==================== cpu_sequencer_flat
Fig. 1: cpu_sequencer_flat, metal 3
Scale bar: 20 um. Cells faint in the background.
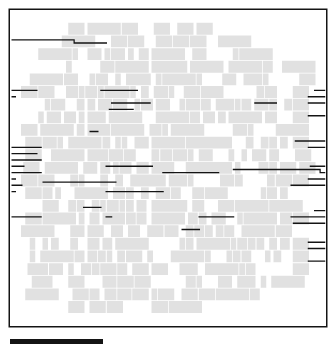

==> src/rtl/cpu_sequencer_if.sv <==
// Bus bundle between the instruction sequencer and its environment:
// run control, instruction/data memory handshakes, control-unit decode
// inputs, datapath strobes and status outputs.
interface cpu_sequencer_if #(
  parameter int CNT_W = 32
);
  logic             run;
  logic             imem_req;
  logic             imem_ack;
  logic             ir_write;
  logic [3:0]       opcode;
  logic             cu_mem_read;
  logic             cu_mem_write;
  logic             cu_reg_write;
  logic             cu_branch;
  logic             alu_zero;
  logic             dmem_req;
  logic             dmem_we;
  logic             dmem_ack;
  logic             reg_we;
  logic             pc_write;
  logic             pc_src;
  logic [2:0]       state;
  logic             bus_error;
  logic [CNT_W-1:0] instret;

  // Sequencer side: consumes decode/acks, produces requests and strobes.
  modport master (
    input  run, imem_ack, opcode, cu_mem_read, cu_mem_write, cu_reg_write,
           cu_branch, alu_zero, dmem_ack,
    output imem_req, ir_write, dmem_req, dmem_we, reg_we, pc_write, pc_src,
           state, bus_error, instret
  );

  // Environment side: memories, control unit and datapath.
  modport slave (
    output run, imem_ack, opcode, cu_mem_read, cu_mem_write, cu_reg_write,
           cu_branch, alu_zero, dmem_ack,
    input  imem_req, ir_write, dmem_req, dmem_we, reg_we, pc_write, pc_src,
           state, bus_error, instret
  );
endinterface

==> src/rtl/cpu_sequencer.sv <==
// Multi-cycle instruction sequencer: steps each instruction through
// FETCH/DECODE/EXEC/MEM/WB, converts static decode signals into one-cycle
// strobes, runs the imem/dmem req/ack handshakes with a bounded wait and
// counts retired instructions.
module cpu_sequencer #(
  parameter int CNT_W   = 32,
  parameter int TIMEOUT = 15
) (
  input  logic             clk,
  input  logic             rst,
  cpu_sequencer_if.master  bus
);

  localparam logic [2:0] S_IDLE   = 3'd0;
  localparam logic [2:0] S_FETCH  = 3'd1;
  localparam logic [2:0] S_DECODE = 3'd2;
  localparam logic [2:0] S_EXEC   = 3'd3;
  localparam logic [2:0] S_MEM    = 3'd4;
  localparam logic [2:0] S_WB     = 3'd5;
  localparam logic [2:0] S_ERROR  = 3'd6;

  // Wait counter holds 0..TIMEOUT-1: the number of unacked request cycles
  // already spent in the current FETCH or MEM visit.
  localparam int                WAIT_W    = (TIMEOUT < 2) ? 1 : $clog2(TIMEOUT);
  localparam logic [WAIT_W-1:0] WAIT_LAST = WAIT_W'(TIMEOUT - 1);

  logic [2:0]        r_state;
  logic [WAIT_W-1:0] r_wait_cnt;
  logic              r_bus_error;
  logic [CNT_W-1:0]  r_instret;

  logic [2:0]        w_next_state;
  logic [WAIT_W-1:0] w_wait_next;
  logic              w_retire;
  logic              w_imem_req;
  logic              w_ir_write;
  logic              w_dmem_req;
  logic              w_dmem_we;
  logic              w_reg_we;
  logic              w_pc_write;
  logic              w_pc_src;
  logic              w_mem_op;
  logic              w_unused;

  assign w_mem_op = bus.cu_mem_read | bus.cu_mem_write;
  // The opcode is carried for visibility only; the decode arrives pre-digested.
  assign w_unused = ^bus.opcode;

  // Next-state, wait-counter and strobe decode from the current state.
  always_comb begin
    // NOTE: every output of this block gets a default before the case so no
    // path leaves a value unassigned, which would otherwise infer a latch.
    w_next_state = r_state;
    w_wait_next  = '0;
    w_retire     = 1'b0;
    w_imem_req   = 1'b0;
    w_ir_write   = 1'b0;
    w_dmem_req   = 1'b0;
    w_dmem_we    = 1'b0;
    w_reg_we     = 1'b0;
    w_pc_write   = 1'b0;
    w_pc_src     = 1'b0;

    case (r_state)
      S_IDLE: begin
        if (bus.run) w_next_state = S_FETCH;
      end

      S_FETCH: begin
        w_imem_req = 1'b1;
        if (bus.imem_ack) begin
          w_ir_write   = 1'b1;
          w_next_state = S_DECODE;
        end else if (r_wait_cnt == WAIT_LAST) begin
          w_next_state = S_ERROR;
        end else begin
          w_wait_next = r_wait_cnt + 1'b1;
        end
      end

      S_DECODE: w_next_state = S_EXEC;

      S_EXEC: begin
        if (bus.cu_branch) begin
          w_pc_write = 1'b1;
          w_pc_src   = bus.alu_zero;
          w_retire   = 1'b1;
        end else if (w_mem_op) begin
          w_next_state = S_MEM;
        end else if (bus.cu_reg_write) begin
          w_next_state = S_WB;
        end else begin
          // Unknown opcode: just advance the PC.
          w_pc_write = 1'b1;
          w_retire   = 1'b1;
        end
      end

      S_MEM: begin
        w_dmem_req = 1'b1;
        // A read decode wins over a simultaneous write decode.
        w_dmem_we  = bus.cu_mem_write & ~bus.cu_mem_read;
        if (bus.dmem_ack) begin
          if (bus.cu_mem_read) begin
            w_next_state = S_WB;
          end else begin
            w_pc_write = 1'b1;
            w_retire   = 1'b1;
          end
        end else if (r_wait_cnt == WAIT_LAST) begin
          w_next_state = S_ERROR;
        end else begin
          w_wait_next = r_wait_cnt + 1'b1;
        end
      end

      S_WB: begin
        w_reg_we   = 1'b1;
        w_pc_write = 1'b1;
        w_retire   = 1'b1;
      end

      S_ERROR: w_next_state = S_ERROR;

      default: w_next_state = S_IDLE;
    endcase

    // run is only looked at on the retire cycle (and in IDLE above).
    if (w_retire) w_next_state = bus.run ? S_FETCH : S_IDLE;
  end

  // State, wait counter, sticky error flag and retire counter.
  always_ff @(posedge clk) begin
    // NOTE: sequential state uses non-blocking assignments so every register
    // samples the pre-edge values regardless of statement order.
    if (rst) begin
      r_state     <= S_IDLE;
      r_wait_cnt  <= '0;
      r_bus_error <= 1'b0;
      r_instret   <= '0;
    end else begin
      r_state    <= w_next_state;
      r_wait_cnt <= w_wait_next;
      if (w_next_state == S_ERROR) r_bus_error <= 1'b1;
      if (w_retire)                r_instret   <= r_instret + 1'b1;
    end
  end

  assign bus.imem_req  = w_imem_req;
  assign bus.ir_write  = w_ir_write;
  assign bus.dmem_req  = w_dmem_req;
  assign bus.dmem_we   = w_dmem_we;
  assign bus.reg_we    = w_reg_we;
  assign bus.pc_write  = w_pc_write;
  assign bus.pc_src    = w_pc_src;
  assign bus.state     = r_state;
  assign bus.bus_error = r_bus_error;
  assign bus.instret   = r_instret;

endmodule

==> src/flat_wrapper.sv <==
// flat-port wrapper written by rule: the top's interface ports become plain ports
module cpu_sequencer_flat 
#(
  parameter int CNT_W   = 32,
  parameter int TIMEOUT = 15
)
  (clk, rst, bus_run, bus_imem_ack, bus_opcode, bus_cu_mem_read, bus_cu_mem_write, bus_cu_reg_write, bus_cu_branch, bus_alu_zero, bus_dmem_ack, bus_imem_req, bus_ir_write, bus_dmem_req, bus_dmem_we, bus_reg_we, bus_pc_write, bus_pc_src, bus_state, bus_bus_error, bus_instret);
  cpu_sequencer_if #(.CNT_W(CNT_W)) bus_i ();
  input  logic clk;
  input  logic rst;
  input wire logic [$bits(bus_i.run)-1:0] bus_run;
  input wire logic [$bits(bus_i.imem_ack)-1:0] bus_imem_ack;
  input wire logic [$bits(bus_i.opcode)-1:0] bus_opcode;
  input wire logic [$bits(bus_i.cu_mem_read)-1:0] bus_cu_mem_read;
  input wire logic [$bits(bus_i.cu_mem_write)-1:0] bus_cu_mem_write;
  input wire logic [$bits(bus_i.cu_reg_write)-1:0] bus_cu_reg_write;
  input wire logic [$bits(bus_i.cu_branch)-1:0] bus_cu_branch;
  input wire logic [$bits(bus_i.alu_zero)-1:0] bus_alu_zero;
  input wire logic [$bits(bus_i.dmem_ack)-1:0] bus_dmem_ack;
  output wire logic [$bits(bus_i.imem_req)-1:0] bus_imem_req;
  output wire logic [$bits(bus_i.ir_write)-1:0] bus_ir_write;
  output wire logic [$bits(bus_i.dmem_req)-1:0] bus_dmem_req;
  output wire logic [$bits(bus_i.dmem_we)-1:0] bus_dmem_we;
  output wire logic [$bits(bus_i.reg_we)-1:0] bus_reg_we;
  output wire logic [$bits(bus_i.pc_write)-1:0] bus_pc_write;
  output wire logic [$bits(bus_i.pc_src)-1:0] bus_pc_src;
  output wire logic [$bits(bus_i.state)-1:0] bus_state;
  output wire logic [$bits(bus_i.bus_error)-1:0] bus_bus_error;
  output wire logic [$bits(bus_i.instret)-1:0] bus_instret;
  assign bus_i.run = bus_run;
  assign bus_i.imem_ack = bus_imem_ack;
  assign bus_i.opcode = bus_opcode;
  assign bus_i.cu_mem_read = bus_cu_mem_read;
  assign bus_i.cu_mem_write = bus_cu_mem_write;
  assign bus_i.cu_reg_write = bus_cu_reg_write;
  assign bus_i.cu_branch = bus_cu_branch;
  assign bus_i.alu_zero = bus_alu_zero;
  assign bus_i.dmem_ack = bus_dmem_ack;
  assign bus_imem_req = bus_i.imem_req;
  assign bus_ir_write = bus_i.ir_write;
  assign bus_dmem_req = bus_i.dmem_req;
  assign bus_dmem_we = bus_i.dmem_we;
  assign bus_reg_we = bus_i.reg_we;
  assign bus_pc_write = bus_i.pc_write;
  assign bus_pc_src = bus_i.pc_src;
  assign bus_state = bus_i.state;
  assign bus_bus_error = bus_i.bus_error;
  assign bus_instret = bus_i.instret;
  cpu_sequencer #(.CNT_W(CNT_W), .TIMEOUT(TIMEOUT)) u_core (.clk(clk), .rst(rst), .bus(bus_i));
endmodule
==> config.mk <==
export PLATFORM = sky130hd
export DESIGN_NAME = cpu_sequencer_flat
export DESIGN_NICKNAME = d
export VERILOG_FILES = /design/src/rtl/cpu_sequencer_if.sv /design/src/rtl/cpu_sequencer.sv /design/src/flat_wrapper.sv
export SDC_FILE = /design/constraint.sdc
export NUM_CORES = 1
export LEC_CHECK = 0
export CAP_MARGIN = 10
export CORE_MARGIN = 2
export CORE_UTILIZATION = 52
export CTS_CLUSTER_SIZE = 10
export DETAILED_ROUTE_END_ITERATION = 8
export PLACE_DENSITY = 0.85
export SKIP_CTS_REPAIR_TIMING = 1
export SLEW_MARGIN = 0
export SYNTH_ARGS = -nofsm -noshare
export SYNTH_HDL_FRONTEND = slang
export SYNTH_SLANG_ARGS = --single-unit
==> constraint.sdc <==
create_clock -name clk -period 5.6 [get_ports clk]
set_input_delay 0.56 -clock clk [delete_from_list [all_inputs] [get_ports clk]]
set_output_delay 0.56 -clock clk [all_outputs]
set_load 0.01 [all_outputs]
==================== sprite_rom_arbiter
==> config.mk <==
export PLATFORM = sky130hd
export DESIGN_NAME = sprite_rom_arbiter
export DESIGN_NICKNAME = d
export VERILOG_FILES = /design/src/rtl/snake_gfx_pkg.sv /design/src/rtl/rr_grant.sv /design/src/rtl/sprite_rom_arbiter.sv
export SDC_FILE = /design/constraint.sdc
export NUM_CORES = 1
export LEC_CHECK = 0
export ABC_AREA = 1
export ABC_CLOCK_PERIOD_IN_PS = 2670
export CORE_MARGIN = 4
export CORE_UTILIZATION = 46
export CTS_BUF_LIST = sky130_fd_sc_hd__clkbuf_2 sky130_fd_sc_hd__clkbuf_4 sky130_fd_sc_hd__clkbuf_8
export CTS_CLUSTER_DIAMETER = 80
export DETAILED_ROUTE_END_ITERATION = 8
export HOLD_SLACK_MARGIN = 0.03
export PLACE_DENSITY_LB_ADDON = 0.12
export SLEW_MARGIN = 20
export SYNTH_ARGS = -nofsm -noshare
export SYNTH_HDL_FRONTEND = slang
export SYNTH_SLANG_ARGS = --single-unit
==> constraint.sdc <==
create_clock -name clk -period 2.67 [get_ports clk]
set_input_delay 0.4005 -clock clk [delete_from_list [all_inputs] [get_ports clk]]
set_output_delay 0.4005 -clock clk [all_outputs]
set_load 0.01 [all_outputs]
==> src/rtl/snake_gfx_pkg.sv <==
// Shared constants for the snake game graphics path: requester count, ROM geometry
// and the fixed requester ids used by the sprite fetch units.
package snake_gfx_pkg;

    localparam int NUM_REQ     = 4;
    localparam int ADDR_W      = 16;
    localparam int DATA_W      = 12;
    localparam int ROM_LAT_DEF = 2;

    typedef enum logic [1:0] {
        REQ_HEAD  = 2'd0,
        REQ_BODY  = 2'd1,
        REQ_APPLE = 2'd2,
        REQ_WALL  = 2'd3
    } req_id_e;

endpackage

==> src/rtl/rr_grant.sv <==
// Rotating-priority one-hot grant: the search starts at pointer p and wraps,
// so the first requester at or after p wins.
module rr_grant #(
    parameter int NUM_REQ = snake_gfx_pkg::NUM_REQ,
    parameter int PTR_W   = (NUM_REQ > 1) ? $clog2(NUM_REQ) : 1
) (
    input  logic [NUM_REQ-1:0] req,
    input  logic [PTR_W-1:0]   p,
    output logic [NUM_REQ-1:0] gnt
);
    import snake_gfx_pkg::*;

    logic [PTR_W-1:0] idx;
    logic             found;

    always_comb begin
        gnt   = '0;
        found = 1'b0;
        idx   = '0;
        for (int i = 0; i < NUM_REQ; i++) begin
            idx = PTR_W'((int'(p) + i) % NUM_REQ);
            if (!found && req[idx]) begin
                gnt[idx] = 1'b1;
                found    = 1'b1;
            end
        end
    end

endmodule

==> src/rtl/sprite_rom_arbiter.sv <==
// Shared sprite ROM arbiter: round-robin grant, registered ROM request and a
// latency-matched tag pipeline that routes each returned pixel to its requester.
module sprite_rom_arbiter #(
    parameter int NUM_REQ = snake_gfx_pkg::NUM_REQ,
    parameter int ADDR_W  = snake_gfx_pkg::ADDR_W,
    parameter int DATA_W  = snake_gfx_pkg::DATA_W,
    parameter int ROM_LAT = snake_gfx_pkg::ROM_LAT_DEF
) (
    input  logic                      clk,
    input  logic                      rst,
    input  logic                      sof,
    input  logic [NUM_REQ-1:0]        req,
    input  logic [NUM_REQ*ADDR_W-1:0] req_addr,
    output logic [NUM_REQ-1:0]        gnt,
    output logic                      rom_en,
    output logic [ADDR_W-1:0]         rom_addr,
    input  logic [DATA_W-1:0]         rom_data,
    output logic [NUM_REQ-1:0]        rsp_valid,
    output logic [DATA_W-1:0]         rsp_data,
    output logic [15:0]               conflict_cnt
);
    import snake_gfx_pkg::*;

    localparam int PTR_W = (NUM_REQ > 1) ? $clog2(NUM_REQ) : 1;

    logic [PTR_W-1:0]   ptr_q, ptr_d;
    logic               romEn_q, romEn_d;
    logic [ADDR_W-1:0]  romAddr_q, romAddr_d;
    logic [NUM_REQ-1:0] tag_q [ROM_LAT+1];
    logic [NUM_REQ-1:0] rspValid_q, rspValid_d;
    logic [DATA_W-1:0]  rspData_q, rspData_d;
    logic [15:0]        conflictCnt_q, conflictCnt_d;

    logic [NUM_REQ-1:0] gntRaw;
    logic [NUM_REQ-1:0] gntLive;
    logic [ADDR_W-1:0]  gntAddr;
    logic [PTR_W-1:0]   gntIdx;
    logic               anyGnt;
    logic               contended;

    rr_grant #(
        .NUM_REQ (NUM_REQ),
        .PTR_W   (PTR_W)
    ) uGrant (
        .req (req),
        .p   (ptr_q),
        .gnt (gntRaw)
    );

    // Grant is masked while reset is held so no requester sees a stale win.
    assign gntLive   = rst ? gntRaw : '0;
    assign anyGnt    = |gntLive;
    assign contended = (req & (req - NUM_REQ'(1))) != '0;

    always_comb begin
        gntAddr = '0;
        gntIdx  = '0;
        for (int k = 0; k < NUM_REQ; k++) begin
            if (gntLive[k]) begin
                gntAddr = req_addr[k*ADDR_W +: ADDR_W];
                gntIdx  = PTR_W'(k);
            end
        end
    end

    // sof only affects the next arbitration; this cycle still used the old pointer.
    always_comb begin
        ptr_d = ptr_q;
        if (sof) begin
            ptr_d = '0;
        end else if (anyGnt) begin
            ptr_d = (gntIdx == PTR_W'(NUM_REQ - 1)) ? '0 : gntIdx + PTR_W'(1);
        end

        romEn_d   = anyGnt;
        romAddr_d = anyGnt ? gntAddr : romAddr_q;

        conflictCnt_d = conflictCnt_q;
        if (sof) begin
            conflictCnt_d = '0;
        end else if (contended && (conflictCnt_q != 16'hFFFF)) begin
            conflictCnt_d = conflictCnt_q + 16'd1;
        end

        rspValid_d = tag_q[ROM_LAT];
        rspData_d  = (|tag_q[ROM_LAT]) ? rom_data : rspData_q;
    end

    // Tag entry 0 lines up with rom_addr; entry ROM_LAT lines up with rom_data.
    always_ff @(posedge clk or negedge rst) begin
        if (!rst) begin
            ptr_q         <= '0;
            romEn_q       <= 1'b0;
            romAddr_q     <= '0;
            rspValid_q    <= '0;
            rspData_q     <= '0;
            conflictCnt_q <= '0;
            for (int i = 0; i <= ROM_LAT; i++) begin
                tag_q[i] <= '0;
            end
        end else begin
            ptr_q         <= ptr_d;
            romEn_q       <= romEn_d;
            romAddr_q     <= romAddr_d;
            rspValid_q    <= rspValid_d;
            rspData_q     <= rspData_d;
            conflictCnt_q <= conflictCnt_d;
            tag_q[0]      <= gntLive;
            for (int i = 1; i <= ROM_LAT; i++) begin
                tag_q[i] <= tag_q[i-1];
            end
        end
    end

    assign gnt          = gntLive;
    assign rom_en       = romEn_q;
    assign rom_addr     = romAddr_q;
    assign rsp_valid    = rspValid_q;
    assign rsp_data     = rspData_q;
    assign conflict_cnt = conflictCnt_q;

`ifndef SYNTHESIS
    always @(posedge clk) begin
        if (rst) begin
            assert ($onehot0(gntLive));
            assert ((gntLive & ~req) == '0);
            assert ($onehot0(rspValid_q));
        end
    end
`endif

endmodule

==================== cpu_core_gen
<file path="src/rtl/cpu_core_gen.sv">
// cpu_core_gen: DW-bit register CPU with handshaked instruction fetch, run/step control and 8-row LED scan (ports: clk, rst_n, run, step, imem_req/addr/rdata/valid, row, col, led, halted)
module cpu_core_gen #(
  parameter int DW = 8,
  parameter int PCW = 11,
  parameter int SCAN_DIV = 13
) (
  input  logic           clk,
  input  logic           rst_n,
  input  logic           run,
  input  logic           step,
  output logic           imem_req,
  output logic [PCW-1:0] imem_addr,
  input  logic [15:0]    imem_rdata,
  input  logic           imem_valid,
  output logic [DW-1:0]  row,
  output logic [7:0]     col,
  output logic [3:0]     led,
  output logic           halted
);
  typedef enum logic [1:0] {IDLE, FETCH, EXEC, HALT} state_t;
  state_t state;
  logic [DW-1:0] regs [8];
  logic [PCW-1:0] pc, pc_inc, pc_nxt, tgt;
  logic [15:0] ir;
  logic c, c_nxt, step_q, wr_en, is_hlt;
  logic [SCAN_DIV+2:0] scan_cnt;
  logic [2:0] s, wr_idx, scan_i;
  logic [4:0] op;
  logic [DW-1:0] imm, rs, r0, wr_val;
  logic [DW:0] add_sum, inc_sum;
  assign op = ir[7:3];
  assign s = ir[2:0];
  assign imm = DW'(ir[15:8]);
  assign tgt = PCW'(ir[15:8]);
  assign rs = regs[s];
  assign r0 = regs[0];
  assign pc_inc = pc + 1'b1;
  assign add_sum = {1'b0, r0} + {1'b0, rs};
  assign inc_sum = {1'b0, rs} + 1'b1;
  assign is_hlt = op == 5'b11111;
  assign imem_addr = pc;
  assign led = {run, halted, imem_req, c};
  assign scan_i = scan_cnt[SCAN_DIV+2:SCAN_DIV];
  assign col = ~(8'h80 >> scan_i);
  always_comb begin
    row = '0;
    for (int k = 0; k < DW; k++) row[DW-1-k] = regs[scan_i][k];
  end
  always_comb begin
    wr_en = 1'b0;
    wr_idx = s;
    wr_val = rs;
    c_nxt = c;
    pc_nxt = pc_inc;
    if (op[4:3] == 2'b00) begin
      wr_en = 1'b1;
      wr_idx = op[2:0];
    end else begin
      case (op)
        5'b01000: begin wr_en = 1'b1; wr_idx = 3'd0; {c_nxt, wr_val} = add_sum; end
        5'b01001: begin wr_en = 1'b1; wr_idx = 3'd0; wr_val = r0 | rs; end
        5'b01010: begin wr_en = 1'b1; wr_idx = 3'd0; wr_val = r0 & rs; end
        5'b01011: begin wr_en = 1'b1; wr_idx = 3'd0; wr_val = r0 ^ rs; end
        5'b01100: begin wr_en = 1'b1; {c_nxt, wr_val} = inc_sum; end
        5'b01101: begin wr_en = 1'b1; wr_val = ~rs; end
        5'b01110: begin wr_en = 1'b1; wr_val = {rs[0], rs[DW-1:1]}; end
        5'b01111: begin wr_en = 1'b1; wr_val = {rs[DW-2:0], rs[DW-1]}; end
        5'b10000: begin pc_nxt = c ? pc_inc : tgt; c_nxt = 1'b0; end
        5'b10001: begin pc_nxt = c ? tgt : pc_inc; c_nxt = 1'b0; end
        5'b10010: pc_nxt = tgt;
        5'b10100: begin wr_en = 1'b1; wr_val = imm; end
        5'b11111: pc_nxt = pc;
        default: ;
      endcase
    end
  end
  always_ff @(posedge clk or negedge rst_n) begin
    if (!rst_n) begin
      state <= IDLE;
      pc <= '0;
      c <= 1'b0;
      ir <= '0;
      step_q <= 1'b0;
      scan_cnt <= '0;
      imem_req <= 1'b0;
      halted <= 1'b0;
      for (int k = 0; k < 8; k++) regs[k] <= '0;
    end else begin
      step_q <= step;
      scan_cnt <= scan_cnt + 1'b1;
      case (state)
        IDLE: if (run || (step && !step_q)) begin
          state <= FETCH;
          imem_req <= 1'b1;
        end
        FETCH: if (imem_valid) begin
          ir <= imem_rdata;
          state <= EXEC;
          imem_req <= 1'b0;
        end
        EXEC: begin
          if (wr_en) regs[wr_idx] <= wr_val;
          c <= c_nxt;
          pc <= pc_nxt;
          state <= is_hlt ? HALT : run ? FETCH : IDLE;
          imem_req <= run && !is_hlt;
          halted <= is_hlt;
        end
        default: ;
      endcase
    end
  end
endmodule

</file>
<file path="config.mk">
export PLATFORM = sky130hd
export DESIGN_NAME = cpu_core_gen
export DESIGN_NICKNAME = d
export VERILOG_FILES = /design/src/rtl/cpu_core_gen.sv
export SDC_FILE = /design/constraint.sdc
export NUM_CORES = 1
export LEC_CHECK = 0
export CAP_MARGIN = 20
export CORE_MARGIN = 4
export CORE_UTILIZATION = 40
export CTS_CLUSTER_SIZE = 24
export DETAILED_ROUTE_END_ITERATION = 8
export GPL_ROUTABILITY_DRIVEN = 0
export GPL_TIMING_DRIVEN = 0
export SYNTH_ARGS = -nofsm -noshare
export SYNTH_HDL_FRONTEND = slang
export SYNTH_SLANG_ARGS = --single-unit
</file>
<file path="constraint.sdc">
create_clock -name clk -period 3.63 [get_ports clk]
set_input_delay 0.363 -clock clk [delete_from_list [all_inputs] [get_ports clk]]
set_output_delay 0.363 -clock clk [all_outputs]
set_load 0.02 [all_outputs]
</file>
==================== uart_tx_dev
### src/rtl/uart_tx_dev.sv
// uart_tx_dev: memory-mapped 8N1 UART transmitter with a small TX FIFO.
//
// Register map (PrAddr):
//   0 TXDATA  W: push Data_in[7:0] (drop + set OVF when full)   R: 0
//   1 CTRL    {IM, EN}
//   2 DIV     bit period = DIV+1 clk cycles
//   3 STATUS  {count[2:0], OVF, EMPTY, FULL, BUSY}; write bit3=1 clears OVF
//
// Ports:
//   clk, reset     rising-edge clock, synchronous active-high reset
//   PrAddr         register select
//   Wr_en          register write strobe
//   Data_in        write data
//   Data_out       read data, combinational from PrAddr
//   IRQ            IM & EMPTY & ~BUSY
//   txd            serial line, idle high
module uart_tx_dev #(
  parameter int          FIFO_DEPTH = 4,
  parameter logic [15:0] DIV_RESET  = 16'd15
) (
  input  logic        clk,
  input  logic        reset,
  input  logic [1:0]  PrAddr,
  input  logic        Wr_en,
  input  logic [31:0] Data_in,
  output logic [31:0] Data_out,
  output logic        IRQ,
  output logic        txd
);

  localparam int PW = $clog2(FIFO_DEPTH);
  localparam int CW = PW + 1;
  localparam logic [CW-1:0] DEPTH_C = CW'(FIFO_DEPTH);

  typedef enum logic [1:0] {IDLE, START, DATA, STOP} state_t;

  state_t        state, state_nxt;
  logic [7:0]    mem [FIFO_DEPTH];
  logic [PW-1:0] wr_ptr, rd_ptr;
  logic [CW-1:0] count;
  logic          en, im, ovf;
  logic [15:0]   div, frame_div, baud_cnt;
  logic [2:0]    bit_idx;
  logic [7:0]    shreg;
  logic          empty, full, busy, push, pop, bit_end;
  logic [7:0]    count8;
  logic          unused_bits;

  assign empty   = (count == '0);
  assign full    = (count == DEPTH_C);
  assign busy    = (state != IDLE);
  assign push    = Wr_en && (PrAddr == 2'd0) && !full;
  assign bit_end = (baud_cnt == frame_div);
  assign count8  = 8'(count);
  assign unused_bits = ^{Data_in[31:16], count8[7:3]};

  // ---------------- FSM ----------------
  always_ff @(posedge clk) begin
    if (reset) state <= IDLE;
    else       state <= state_nxt;
  end

  always_comb begin
    state_nxt = state;
    pop       = 1'b0;
    case (state)
      IDLE:  if (en && !empty) begin
               pop       = 1'b1;
               state_nxt = START;
             end
      START: if (bit_end) state_nxt = DATA;
      DATA:  if (bit_end && bit_idx == 3'd7) state_nxt = STOP;
      STOP:  if (bit_end) state_nxt = IDLE;
      default: state_nxt = IDLE;
    endcase
  end

  // ---------------- frame datapath ----------------
  // The divisor is captured at pop so DIV writes only affect later frames.
  always_ff @(posedge clk) begin
    if (reset) begin
      baud_cnt  <= '0;
      bit_idx   <= '0;
      shreg     <= '0;
      frame_div <= '0;
    end else if (pop) begin
      shreg     <= mem[rd_ptr];
      frame_div <= div;
      baud_cnt  <= '0;
      bit_idx   <= '0;
    end else if (busy) begin
      if (bit_end) begin
        baud_cnt <= '0;
        if (state == DATA) begin
          shreg   <= shreg >> 1;
          bit_idx <= bit_idx + 3'd1;
        end
      end else begin
        baud_cnt <= baud_cnt + 16'd1;
      end
    end
  end

  always_comb begin
    case (state)
      START:   txd = 1'b0;
      DATA:    txd = shreg[0];
      default: txd = 1'b1;
    endcase
  end

  // ---------------- FIFO + registers ----------------
  always_ff @(posedge clk) begin
    if (push) mem[wr_ptr] <= Data_in[7:0];
  end

  always_ff @(posedge clk) begin
    if (reset) begin
      wr_ptr <= '0;
      rd_ptr <= '0;
      count  <= '0;
      en     <= 1'b0;
      im     <= 1'b0;
      ovf    <= 1'b0;
      div    <= DIV_RESET;
    end else begin
      if (push) wr_ptr <= wr_ptr + 1'b1;
      if (pop)  rd_ptr <= rd_ptr + 1'b1;
      case ({push, pop})
        2'b10:   count <= count + 1'b1;
        2'b01:   count <= count - 1'b1;
        default: count <= count;
      endcase
      if (Wr_en) begin
        case (PrAddr)
          2'd0: if (full) ovf <= 1'b1;
          2'd1: {im, en} <= Data_in[1:0];
          2'd2: div <= Data_in[15:0];
          2'd3: if (Data_in[3]) ovf <= 1'b0;
          default: ;
        endcase
      end
    end
  end

  always_comb begin
    case (PrAddr)
      2'd1:    Data_out = {30'b0, im, en};
      2'd2:    Data_out = {16'b0, div};
      2'd3:    Data_out = {25'b0, count8[2:0], ovf, empty, full, busy};
      default: Data_out = 32'b0;
    endcase
  end

  assign IRQ = im & empty & ~busy;

endmodule

### config.mk
export PLATFORM = sky130hd
export DESIGN_NAME = uart_tx_dev
export DESIGN_NICKNAME = d
export VERILOG_FILES = /design/src/rtl/uart_tx_dev.sv
export SDC_FILE = /design/constraint.sdc
export NUM_CORES = 1
export LEC_CHECK = 0
export CAP_MARGIN = 20
export CELL_PAD_IN_SITES_DETAIL_PLACEMENT = 2
export CELL_PAD_IN_SITES_GLOBAL_PLACEMENT = 2
export CORE_MARGIN = 2
export CORE_UTILIZATION = 30
export DETAILED_ROUTE_END_ITERATION = 8
export PLACE_DENSITY = 0.8
export SLEW_MARGIN = 20
export SYNTH_ARGS = -nofsm -noshare
export SYNTH_HDL_FRONTEND = slang
export SYNTH_SLANG_ARGS = --single-unit
### constraint.sdc
create_clock -name clk -period 7.3 [get_ports clk]
set_clock_uncertainty 0.05 [all_clocks]
set_input_delay 1.095 -clock clk [delete_from_list [all_inputs] [get_ports clk]]
set_output_delay 1.095 -clock clk [all_outputs]
set_load 0.005 [all_outputs]
Fig. 2: cpu_sequencer_flat, clock nets
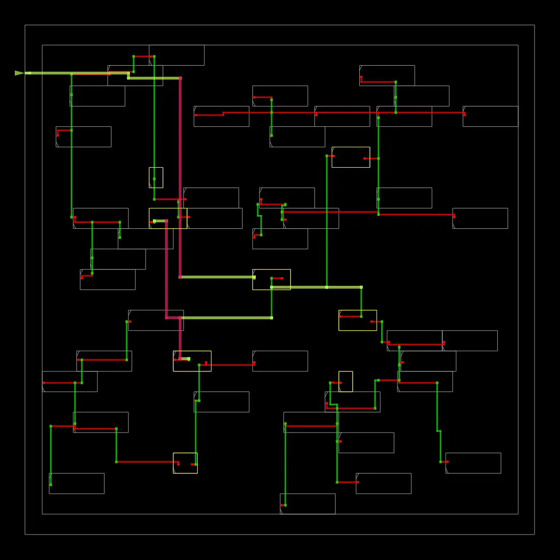
total clock buffers created by CTS: 5
Clk Latency, worst-skew pair: 0.29 ns
Clock Buffer Count: 5

Notes on Fig. 1 above:
main direction: horizontal
longest straight run: 18.6 um
wire length on this layer: 238 um
share of all routed wire: 5.1%

==> results_dict.tcl, cpu_sequencer_flat <==
# yosys + openroad results
set metrics [dict create \
    groute.layer.met2.usage_pct 36.4 \
    max_used_layer "met4" \
    yosys.cell_types.count 44 \
    power.clock.total_mw 0.190 \
    logic_area_mm2 0.00126 \
    slew_viol_final 0 \
    place.detailed.instances 337 \
    cts.root.buffer_cell "clkbuf_8" \
    synth-async-reset-ratio_pct 0 \
    total_power_mw 0.514 \
    cts-root-to-sink-buffers 2 \
    portBuffers 52 \
    run_status "finished, final reports clean" \
    switching_share_pct 24.3 \
    worst_hold_startpoint "u_core.r_wait_cnt[0]$_SDFF_PP0_" \
    worst_r2r_startpoint "u_core.bus.state[0]$_SDFF_PP0_" \
    power_frac_comb_pct 6.6 \
    synth.largest_area_cell "dfxtp_1" \
    first_pass_iters 4 \
    number_of_well_taps 50 \
    number_of_cells_traversed_by_the_worst_register_to_register_path 5 \
]
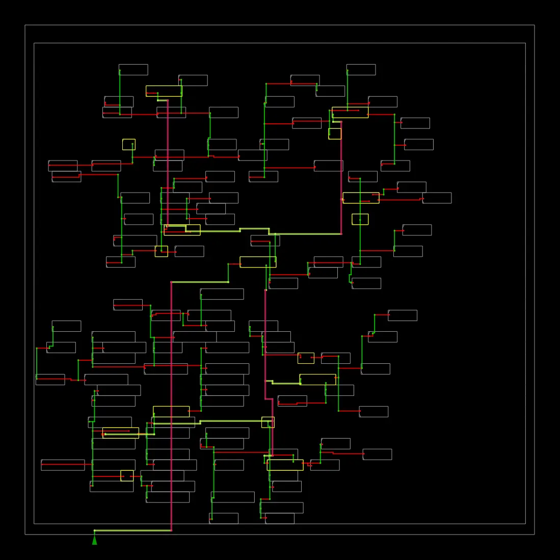
Fig. 3. Clock nets (uart_tx_dev).
total clock buffers created by CTS: 9
clk pwr: 0.479 mW
clock sink count: 105

==> results_dict.tcl, uart_tx_dev <==
# yosys + openroad results
set metrics [dict create \
    synth-async-reset-ratio_pct 0 \
    number_of_well_taps 211 \
    highest_power_group "registers" \
    routed-wl-met3_um 297 \
    fillCellCount 1676 \
    layout.non_clock_inverters 11 \
    regArea_mm2 0.00242 \
    max_used_layer "met4" \
    grt_use_met1_pct 18.7 \
    post-cts-setup-buffer-count 0 \
    layout.sequential_cells 105 \
    global_route.peak_usage_layer "met2" \
    combinational_gates 325 \
    die_height_um 130 \
    seq_area_share_pct 43.9 \
    chip_area_mm2 0.0168 \
    wl_per_cell_um 16.9 \
    placementRows 45 \
    run_status "finished, final reports clean" \
    antennaDiodeCount 0 \
    finalWirelength_mm 11.9 \
    synth.avg_cell_area_um2 10.2 \
    comb_area_share_pct 38.2 \
    sequentialPower_mw 0.625 \
    power_frac_comb_pct 10.4 \
]
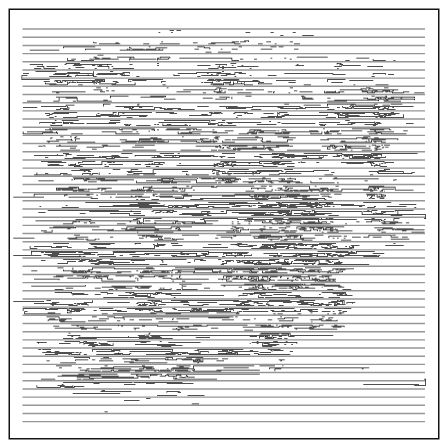
Fig. 4. Met1 routing (cpu_core_gen).
Supply wires on this layer in gray.
wire length on this layer: 8740 um
longest straight run: 41.9 um
nets with wire on the layer: 729
share of all routed wire: 44%

==> results_dict.tcl, cpu_core_gen <==
# yosys + openroad results
set metrics [dict create \
    number_of_global_route_vias_before_repair 5827 \
    finalNetCount 803 \
    gr-total-overflow 0 \
    timing.critical_path.depth 13 \
    antennaDiodeCount 0 \
    synth.largest_area_cell "dfrtp_1" \
    logic_area_mm2 0.00416 \
    tritoncts.num_buffers 17 \
    timing.critical_path.cells "buf_12, mux4_2, mux2i_4, inv_2, ha_4, fa_2, a21o_1, a211oi_2, nor3_1, or3_1, a311oi_2, a21oi_4, mux2_2" \
    first_pass_iters 5 \
    topCellsByArea "dfrtp_1 39%, mux4_2 11%, mux2_2 10%" \
    routed-wl-met3_mm 1.20 \
    path_clk_slew_ns 0.06 \
    run_status "finished, final reports clean" \
    max_ffs_per_register 56 \
    yosys.cell_types.count 67 \
    max_used_layer "met4" \
    cts-hold-fix-buffers 1 \
]
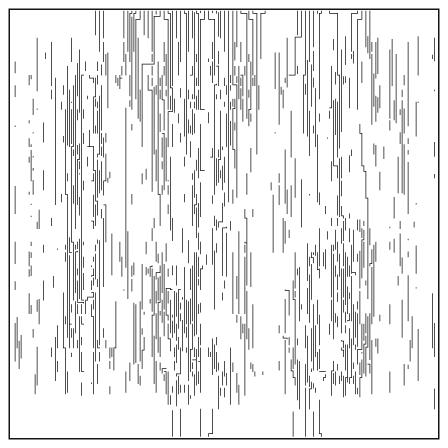
Fig. 5. M2 wires (sprite_rom_arbiter).
nets with wire on the layer: 565
wire length on this layer: 4710 um
total via count in the routed design: 3602
routing usage on met2: 35.3%
wirelength, routed: 9.68 mm

==> results_dict.tcl, sprite_rom_arbiter <==
# yosys + openroad results
set metrics [dict create \
    hold_depth 0 \
    log.warning_count 32 \
    routed-wl-met3_um 681 \
    run_status "finished, final reports clean" \
    synth_area_mm2 0.00370 \
    first_pass_iters 4 \
    hold-path-endpoint "tag_q[7]$_DFF_PN0_" \
    timing.slew.headroom_pct 50.4 \
    synth-area-yosys_mm2 0.00370 \
    finalNetCount 734 \
    critical_path_fanouts_max 4 \
    highest_power_group "combinational logic" \
    clock_cell_area_share_pct 3.48 \
    synth.largest_area_cell "dfrtp_1" \
    combinational_gates 338 \
    post_synth_main_logic_family "simple AND/OR/NAND/NOR gates" \
    top_cell_area_share_pct 42.6 \
    clock_buffer_count 11 \
    worst-path-buf-inv 4 \
    drv.max_cap_violation_count 0 \
    p_int_mw 3.09 \
    clock_power_share_pct 15.3 \
    critical_path.slowest_cell "dfrtp_1" \
]

==================== aes_out_axis_serializer
Fig. 6: aes_out_axis_serializer, M2 wires
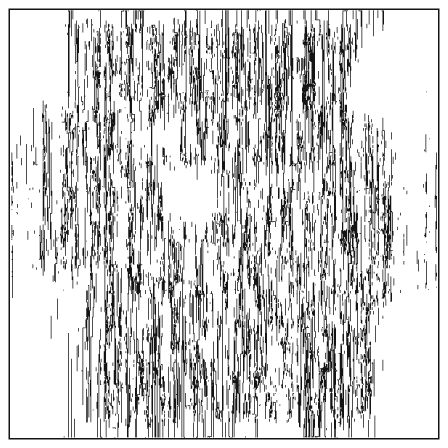

`config.mk`:
```
export PLATFORM = sky130hd
export DESIGN_NAME = aes_out_axis_serializer
export DESIGN_NICKNAME = d
export VERILOG_FILES = /design/src/rtl/aes_out_axis_serializer.sv
export SDC_FILE = /design/constraint.sdc
export NUM_CORES = 1
export LEC_CHECK = 0
export ABC_AREA = 1
export CORE_MARGIN = 4
export CORE_UTILIZATION = 40
export DETAILED_ROUTE_END_ITERATION = 8
export MAX_ROUTING_LAYER = met4
export PLACE_DENSITY = 0.6
export REMOVE_ABC_BUFFERS = 1
export SYNTH_ARGS = -nofsm -noshare
export SYNTH_HDL_FRONTEND = slang
export SYNTH_SLANG_ARGS = --single-unit
```
`constraint.sdc`:
```
create_clock -name m00_axis_aclk -period 13.6 [get_ports m00_axis_aclk]
set_clock_uncertainty 0.1 [all_clocks]
set_input_delay 1.36 -clock m00_axis_aclk [delete_from_list [all_inputs] [get_ports m00_axis_aclk]]
set_output_delay 1.36 -clock m00_axis_aclk [all_outputs]
set_load 0.02 [all_outputs]
```
`src/rtl/aes_out_axis_serializer.sv`:
```
// AES result block FIFO feeding a 32-bit AXI-Stream master.
// Each 128-bit block leaves as four words, most significant word first.
module aes_out_axis_serializer #(
    parameter int C_M_AXIS_TDATA_WIDTH = 32,
    parameter int BLK_FIFO_DEPTH       = 4,
    parameter int BYTE_SWAP            = 1,
    localparam int PW = $clog2(BLK_FIFO_DEPTH),
    localparam int CW = PW + 1
) (
    input  logic                                m00_axis_aclk,
    input  logic                                m00_axis_aresetn,
    input  logic                                blk_valid,
    input  logic [127:0]                        blk_data,
    input  logic                                blk_last,
    output logic                                blk_ready,
    output logic                                m00_axis_tvalid,
    output logic [C_M_AXIS_TDATA_WIDTH-1:0]     m00_axis_tdata,
    output logic [(C_M_AXIS_TDATA_WIDTH/8)-1:0] m00_axis_tstrb,
    output logic                                m00_axis_tlast,
    input  logic                                m00_axis_tready,
    output logic [CW-1:0]                       blk_fifo_count,
    output logic                                pkt_done
);

    typedef enum logic {S_IDLE, S_SEND} state_t;

    state_t         state_q, state_d;
    logic [1:0]     wcnt_q, wcnt_d;
    logic [127:0]   blk_q, blk_d;
    logic           last_q, last_d;
    logic [PW-1:0]  wptr_q, wptr_d;
    logic [PW-1:0]  rptr_q, rptr_d;
    logic [CW-1:0]  cnt_q, cnt_d;
    logic           done_q, done_d;
    logic [128:0]   mem_q [BLK_FIFO_DEPTH];

    logic           push;
    logic           pop;
    logic           beat;
    logic           fifo_empty;
    logic [31:0]    word;

    // Ready is pure registered occupancy, forced low while reset is held
    assign blk_ready  = m00_axis_aresetn && (cnt_q < CW'(BLK_FIFO_DEPTH));
    assign push       = blk_valid && blk_ready;
    assign fifo_empty = (cnt_q == '0);
    assign beat       = m00_axis_tvalid && m00_axis_tready;

    always_ff @(posedge m00_axis_aclk or negedge m00_axis_aresetn) begin
        if (!m00_axis_aresetn) begin
            state_q <= S_IDLE;
            wcnt_q  <= 2'd0;
            blk_q   <= '0;
            last_q  <= 1'b0;
            wptr_q  <= '0;
            rptr_q  <= '0;
            cnt_q   <= '0;
            done_q  <= 1'b0;
        end else begin
            state_q <= state_d;
            wcnt_q  <= wcnt_d;
            blk_q   <= blk_d;
            last_q  <= last_d;
            wptr_q  <= wptr_d;
            rptr_q  <= rptr_d;
            cnt_q   <= cnt_d;
            done_q  <= done_d;
        end
    end

    always_ff @(posedge m00_axis_aclk) begin
        if (push) begin
            mem_q[wptr_q] <= {blk_last, blk_data};
        end
    end

    always_comb begin
        state_d = state_q;
        pop     = 1'b0;
        case (state_q)
            S_IDLE: begin
                if (!fifo_empty) begin
                    state_d = S_SEND;
                    pop     = 1'b1;
                end
            end
            S_SEND: begin
                // Reload on the final beat so consecutive blocks have no bubble
                if (beat && (wcnt_q == 2'd3)) begin
                    if (fifo_empty) begin
                        state_d = S_IDLE;
                    end else begin
                        pop = 1'b1;
                    end
                end
            end
            default: begin
                state_d = S_IDLE;
            end
        endcase
    end

    always_comb begin
        blk_d  = blk_q;
        last_d = last_q;
        wcnt_d = wcnt_q;
        if (pop) begin
            blk_d  = mem_q[rptr_q][127:0];
            last_d = mem_q[rptr_q][128];
            wcnt_d = 2'd0;
        end else if (beat) begin
            blk_d  = {blk_q[95:0], 32'h0};
            wcnt_d = wcnt_q + 2'd1;
        end
        wptr_d = push ? wptr_q + PW'(1) : wptr_q;
        rptr_d = pop  ? rptr_q + PW'(1) : rptr_q;
        case ({push, pop})
            2'b10:   cnt_d = cnt_q + CW'(1);
            2'b01:   cnt_d = cnt_q - CW'(1);
            default: cnt_d = cnt_q;
        endcase
        done_d = beat && m00_axis_tlast;
    end

    always_comb begin
        m00_axis_tvalid = (state_q == S_SEND);
        m00_axis_tlast  = (state_q == S_SEND) && (wcnt_q == 2'd3) && last_q;
    end

    // The shift register keeps the current word in its top 32 bits
    generate
        if (BYTE_SWAP != 0) begin : g_swap
            assign word = {blk_q[103:96], blk_q[111:104],
                           blk_q[119:112], blk_q[127:120]};
        end else begin : g_pass
            assign word = blk_q[127:96];
        end
    endgenerate

    assign m00_axis_tdata = word;
    assign m00_axis_tstrb = '1;
    assign blk_fifo_count = cnt_q;
    assign pkt_done       = done_q;

endmodule

```
==================== vedic_mult_pipe
===== src/rtl/vedic_mult_pipe.sv =====
// Pipelined Urdhva-Tiryagbhyam multiplier, W x W -> 2W, per-operation signed/unsigned mode.
// Latency: three register stages (capture/abs, partial products, accumulate/sign); one op per cycle.
// Backpressure: the whole pipe advances only when the output slot is empty or being consumed.

// Half adder cell.
module vedic_ha (
    input  logic x,
    input  logic y,
    output logic s,
    output logic c
);
    assign s = x ^ y;
    assign c = x & y;
endmodule

// Full adder cell.
module vedic_fa (
    input  logic x,
    input  logic y,
    input  logic ci,
    output logic s,
    output logic co
);
    assign s  = x ^ y ^ ci;
    assign co = (x & y) | (ci & (x ^ y));
endmodule

// Ripple-carry adder of full-adder cells; the top bit of s is the carry out.
module vedic_rca #(
    parameter int N = 4
) (
    input  logic [N-1:0] a,
    input  logic [N-1:0] b,
    output logic [N:0]   s
);
    logic [N:0] c;
    assign c[0] = 1'b0;
    for (genvar i = 0; i < N; i++) begin : g_bit
        vedic_fa u_fa (.x(a[i]), .y(b[i]), .ci(c[i]), .s(s[i]), .co(c[i+1]));
    end
    assign s[N] = c[N];
endmodule

// 2x2 Vedic leaf: vertical and crosswise terms resolved with two half adders.
module vedic_mul2 (
    input  logic [1:0] a,
    input  logic [1:0] b,
    output logic [3:0] p
);
    logic c1;
    assign p[0] = a[0] & b[0];
    vedic_ha u_ha0 (.x(a[1] & b[0]), .y(a[0] & b[1]), .s(p[1]), .c(c1));
    vedic_ha u_ha1 (.x(a[1] & b[1]), .y(c1),          .s(p[2]), .c(p[3]));
endmodule

// 4x4 Vedic leaf: four 2x2 products combined with FA ripple adders.
module vedic_mul4 (
    input  logic [3:0] a,
    input  logic [3:0] b,
    output logic [7:0] p
);
    logic [3:0] q0, q1, q2, q3;
    logic [4:0] mid;
    logic [5:0] hi;

    vedic_mul2 u_ll (.a(a[1:0]), .b(b[1:0]), .p(q0));
    vedic_mul2 u_hl (.a(a[3:2]), .b(b[1:0]), .p(q1));
    vedic_mul2 u_lh (.a(a[1:0]), .b(b[3:2]), .p(q2));
    vedic_mul2 u_hh (.a(a[3:2]), .b(b[3:2]), .p(q3));

    vedic_rca #(.N(4)) u_mid (.a(q1), .b(q2), .s(mid));
    // Bits 7:2 = {q3,q0[3:2]} + mid; the sum never exceeds 6 bits, so bit 7 needs no carry out.
    vedic_rca #(.N(5)) u_hi (.a({q3[2:0], q0[3:2]}), .b(mid), .s(hi));

    assign p = {q3[3] ^ hi[5], hi[4:0], q0[1:0]};
endmodule

// Recursive Vedic multiplier, N a power of two >= 2.
module vedic_mul #(
    parameter int N = 8
) (
    input  logic [N-1:0]   a,
    input  logic [N-1:0]   b,
    output logic [2*N-1:0] p
);
    localparam int H = N / 2;

    if (N == 2) begin : g_leaf2
        vedic_mul2 u_leaf (.a(a), .b(b), .p(p));
    end else if (N == 4) begin : g_leaf4
        vedic_mul4 u_leaf (.a(a), .b(b), .p(p));
    end else begin : g_rec
        logic [N-1:0] q_ll, q_hl, q_lh, q_hh;
        logic [N:0]   mid;
        vedic_mul #(.N(H)) u_ll (.a(a[H-1:0]), .b(b[H-1:0]), .p(q_ll));
        vedic_mul #(.N(H)) u_hl (.a(a[N-1:H]), .b(b[H-1:0]), .p(q_hl));
        vedic_mul #(.N(H)) u_lh (.a(a[H-1:0]), .b(b[N-1:H]), .p(q_lh));
        vedic_mul #(.N(H)) u_hh (.a(a[N-1:H]), .b(b[N-1:H]), .p(q_hh));
        assign mid = {1'b0, q_hl} + {1'b0, q_lh};
        assign p   = {q_hh, q_ll} + {{(H-1){1'b0}}, mid, {H{1'b0}}};
    end
endmodule

// Top: three-stage valid/ready pipeline around the Vedic core.
// Latency: result valid on the third edge after acceptance; full throughput when out_ready is high.
// Backpressure: in_ready = !out_valid || out_ready, so a stalled output freezes every stage.
module vedic_mult_pipe #(
    parameter int W = 8
) (
    input  logic           clk,
    input  logic           rst_n,
    input  logic           in_valid,
    output logic           in_ready,
    input  logic [W-1:0]   a,
    input  logic [W-1:0]   b,
    input  logic           sgn,
    output logic           out_valid,
    input  logic           out_ready,
    output logic [2*W-1:0] out_p,
    output logic [1:0]     in_flight
);
    localparam int H = W / 2;

    logic           adv;
    logic [W-1:0]   ma_d, mb_d, ma_q, mb_q;
    logic           neg1_d, neg1_q, v1_q;
    logic [W-1:0]   hh_d, hl_d, lh_d, ll_d;
    logic [W-1:0]   hh_q, hl_q, lh_q, ll_q;
    logic           neg2_q, v2_q;
    logic [W:0]     mid;
    logic [2*W-1:0] mag, p_d, p_q;
    logic           ov_q;

    assign adv      = !ov_q || out_ready;
    assign in_ready = adv;

    // Two's-complement negation also maps -2^(W-1) onto its unsigned magnitude 2^(W-1).
    assign ma_d   = (sgn && a[W-1]) ? -a : a;
    assign mb_d   = (sgn && b[W-1]) ? -b : b;
    assign neg1_d = sgn && (a[W-1] ^ b[W-1]);

    vedic_mul #(.N(H)) u_hh (.a(ma_q[W-1:H]), .b(mb_q[W-1:H]), .p(hh_d));
    vedic_mul #(.N(H)) u_hl (.a(ma_q[W-1:H]), .b(mb_q[H-1:0]), .p(hl_d));
    vedic_mul #(.N(H)) u_lh (.a(ma_q[H-1:0]), .b(mb_q[W-1:H]), .p(lh_d));
    vedic_mul #(.N(H)) u_ll (.a(ma_q[H-1:0]), .b(mb_q[H-1:0]), .p(ll_d));

    assign mid = {1'b0, hl_q} + {1'b0, lh_q};
    assign mag = {hh_q, ll_q} + {{(H-1){1'b0}}, mid, {H{1'b0}}};
    assign p_d = neg2_q ? -mag : mag;

    always_ff @(posedge clk or negedge rst_n) begin
        if (!rst_n) begin
            ma_q   <= '0;
            mb_q   <= '0;
            neg1_q <= 1'b0;
            v1_q   <= 1'b0;
            hh_q   <= '0;
            hl_q   <= '0;
            lh_q   <= '0;
            ll_q   <= '0;
            neg2_q <= 1'b0;
            v2_q   <= 1'b0;
            p_q    <= '0;
            ov_q   <= 1'b0;
        end else if (adv) begin
            ma_q   <= ma_d;
            mb_q   <= mb_d;
            neg1_q <= neg1_d;
            v1_q   <= in_valid;
            hh_q   <= hh_d;
            hl_q   <= hl_d;
            lh_q   <= lh_d;
            ll_q   <= ll_d;
            neg2_q <= neg1_q;
            v2_q   <= v1_q;
            // A bubble reaching S3 leaves the last product on out_p.
            if (v2_q) begin
                p_q <= p_d;
            end
            ov_q   <= v2_q;
        end
    end

    assign out_valid = ov_q;
    assign out_p     = p_q;
    assign in_flight = {1'b0, v1_q} + {1'b0, v2_q} + {1'b0, ov_q};
endmodule

===== config.mk =====
export PLATFORM = sky130hd
export DESIGN_NAME = vedic_mult_pipe
export DESIGN_NICKNAME = d
export VERILOG_FILES = /design/src/rtl/vedic_mult_pipe.sv
export SDC_FILE = /design/constraint.sdc
export NUM_CORES = 1
export LEC_CHECK = 0
export ABC_CLOCK_PERIOD_IN_PS = 3600
export CELL_PAD_IN_SITES_DETAIL_PLACEMENT = 0
export CELL_PAD_IN_SITES_GLOBAL_PLACEMENT = 2
export CORE_UTILIZATION = 34
export CTS_CLUSTER_SIZE = 10
export DETAILED_ROUTE_END_ITERATION = 8
export GPL_ROUTABILITY_DRIVEN = 0
export GPL_TIMING_DRIVEN = 0
export PLACE_DENSITY_LB_ADDON = 0.3
export SLEW_MARGIN = 20
export SYNTH_ARGS = -nofsm -noshare
export SYNTH_HDL_FRONTEND = slang
export SYNTH_SLANG_ARGS = --single-unit

===== constraint.sdc =====
create_clock -name clk -period 3.6 [get_ports clk]
set_input_delay 1.08 -clock clk [delete_from_list [all_inputs] [get_ports clk]]
set_output_delay 1.08 -clock clk [all_outputs]
set_load 0.005 [all_outputs]

Fig. 7: vedic_mult_pipe, M2 wires
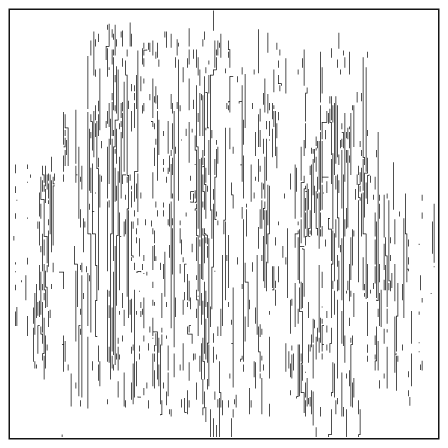
share of all routed wire: 50%
main direction: vertical
wire length on this layer: 6550 um

==> results_dict.tcl, vedic_mult_pipe <==
# yosys + openroad results
set metrics [dict create \
    most_frequently_placed_logic_cells_in_the_final_layout "126 x nand2_1, 67 x dfrtp_1, 58 x ha_1, 57 x and2_1, 48 x inv_1" \
    run_status "finished, final reports clean" \
    drive_gt1_share_pct 9.62 \
    fmax_mhz 287 \
    cts.root.buffer_cell "clkbuf_16" \
    wl_per_cell_um 14.6 \
    nonClkBufAreaFrac_pct 8.86 \
    dp_hpwl_mm 10.4 \
    groute.layer.met2.usage_pct 30.5 \
    postSynthNetCount 736 \
    post-cts-setup-buffer-count 4 \
    crit_arrival_ns 3.74 \
    clock_cell_area_share_pct 4.43 \
    fp_util_pct 35.1 \
    r2r_end "out_p[14]$_DFFE_PN0P_" \
    worst_r2r_startpoint "lh_q[0]$_DFFE_PN0N_" \
    setup_viol_count_final 0 \
    total_power_mw 6.23 \
    routedLengthMet1_mm 6.08 \
    clock_power_share_pct 14.7 \
    synth.avg_cell_area_um2 8.99 \
    power-per-cell-area_mw_per_mm2 914 \
]
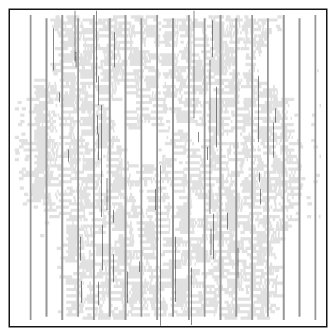
Fig. 8. The metal 4 layer (aes_out_axis_serializer).
Supply wires on this layer in gray. Cells faint in the background.
nets with wire on the layer: 20
longest straight run: 137 um
main direction: vertical
wire length on this layer: 1360 um
share of all routed wire: 2.1%
wirelength, routed: 64.0 mm
total via count in the routed design: 17800

## Picture notes: Fig. 6
share of all routed wire: 49%
main direction: vertical
nets with wire on the layer: 2026
wire length on this layer: 31.6 mm
longest straight run: 115 um
routing usage on met2: 30.0%

==> results_dict.tcl, aes_out_axis_serializer <==
# yosys + openroad results
set metrics [dict create \
    post-cts-setup-buffer-count 0 \
    path_common_cell "buf_4" \
    non_filler_cells_final 3675 \
    dpl_cell_area_mm2 0.0296 \
    post_cts.resized_instances 0 \
    run_status "finished, final reports clean" \
    layout.non_clock_inverters 327 \
    worst_r2r_startpoint "blk_fifo_count[2]$_DFFE_PN0P_" \
    chip_area_mm2 0.0735 \
    synth_area_mm2 0.0277 \
    critical_path.slowest_cell "buf_4" \
    placementRows 96 \
    power_in_combinational_cells_mw 1.56 \
    synth-area-yosys_mm2 0.0277 \
    synth.avg_cell_area_um2 10.7 \
    setup_total_negative_slack_ns 0 \
]

==> screenshots <==
Metal 3.
Plate I
Scale bar: 100 um. Cells faint in the background.
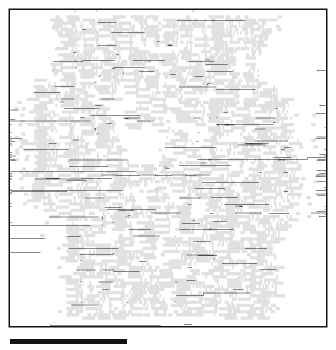
Plate II
Scale bar: 50 um. Cells faint in the background.
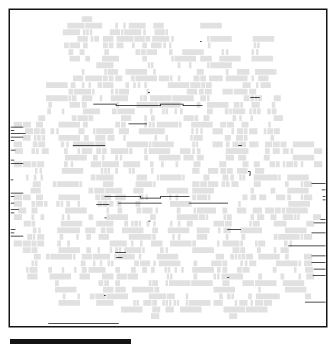
| from | picture |
|---|---|
| vedic_mult_pipe | Plate II |
| aes_out_axis_serializer | Plate I |
Of these, largest die: Plate I



==> gallery <==
Met1 routing.
Supply wires on this layer in gray.
image #1
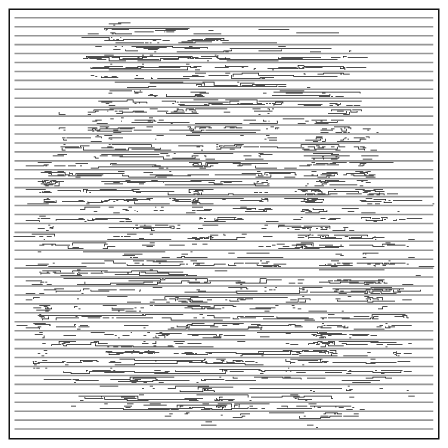
image #2
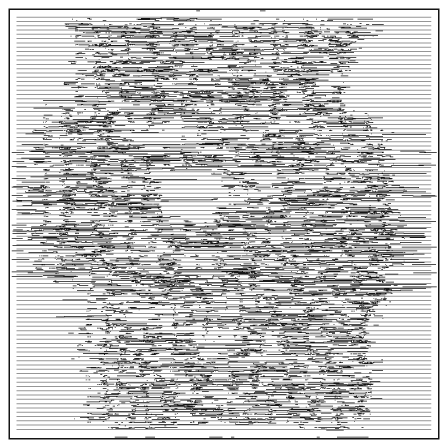
image #3
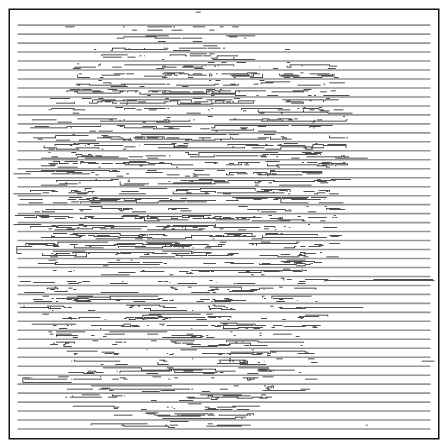
image #4
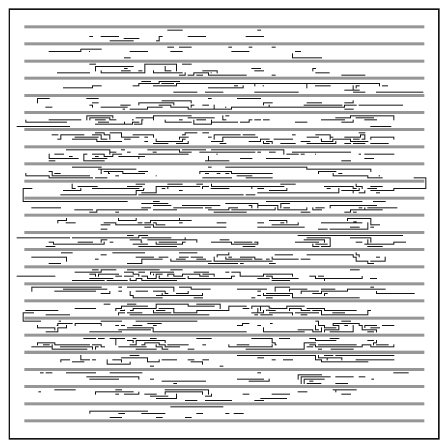
image #5
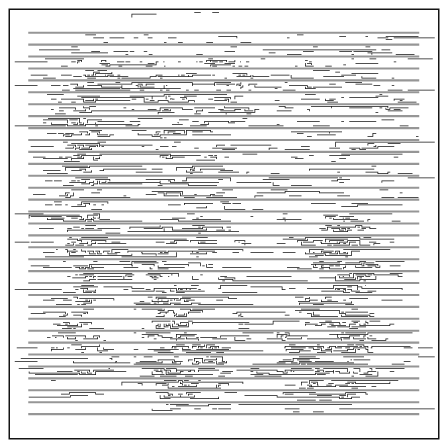
For aes_out_axis_serializer, see image #2.
For sprite_rom_arbiter, see image #5.
For cpu_sequencer_flat, see image #4.
For uart_tx_dev, see image #3.
For vedic_mult_pipe, see image #1.

Key to image #2:
main direction: horizontal
share of all routed wire: 44%
longest straight run: 115 um
wire length on this layer: 28.0 mm
nets with wire on the layer: 2608

No activity file was given, so power comes from the tool's default toggle rates.
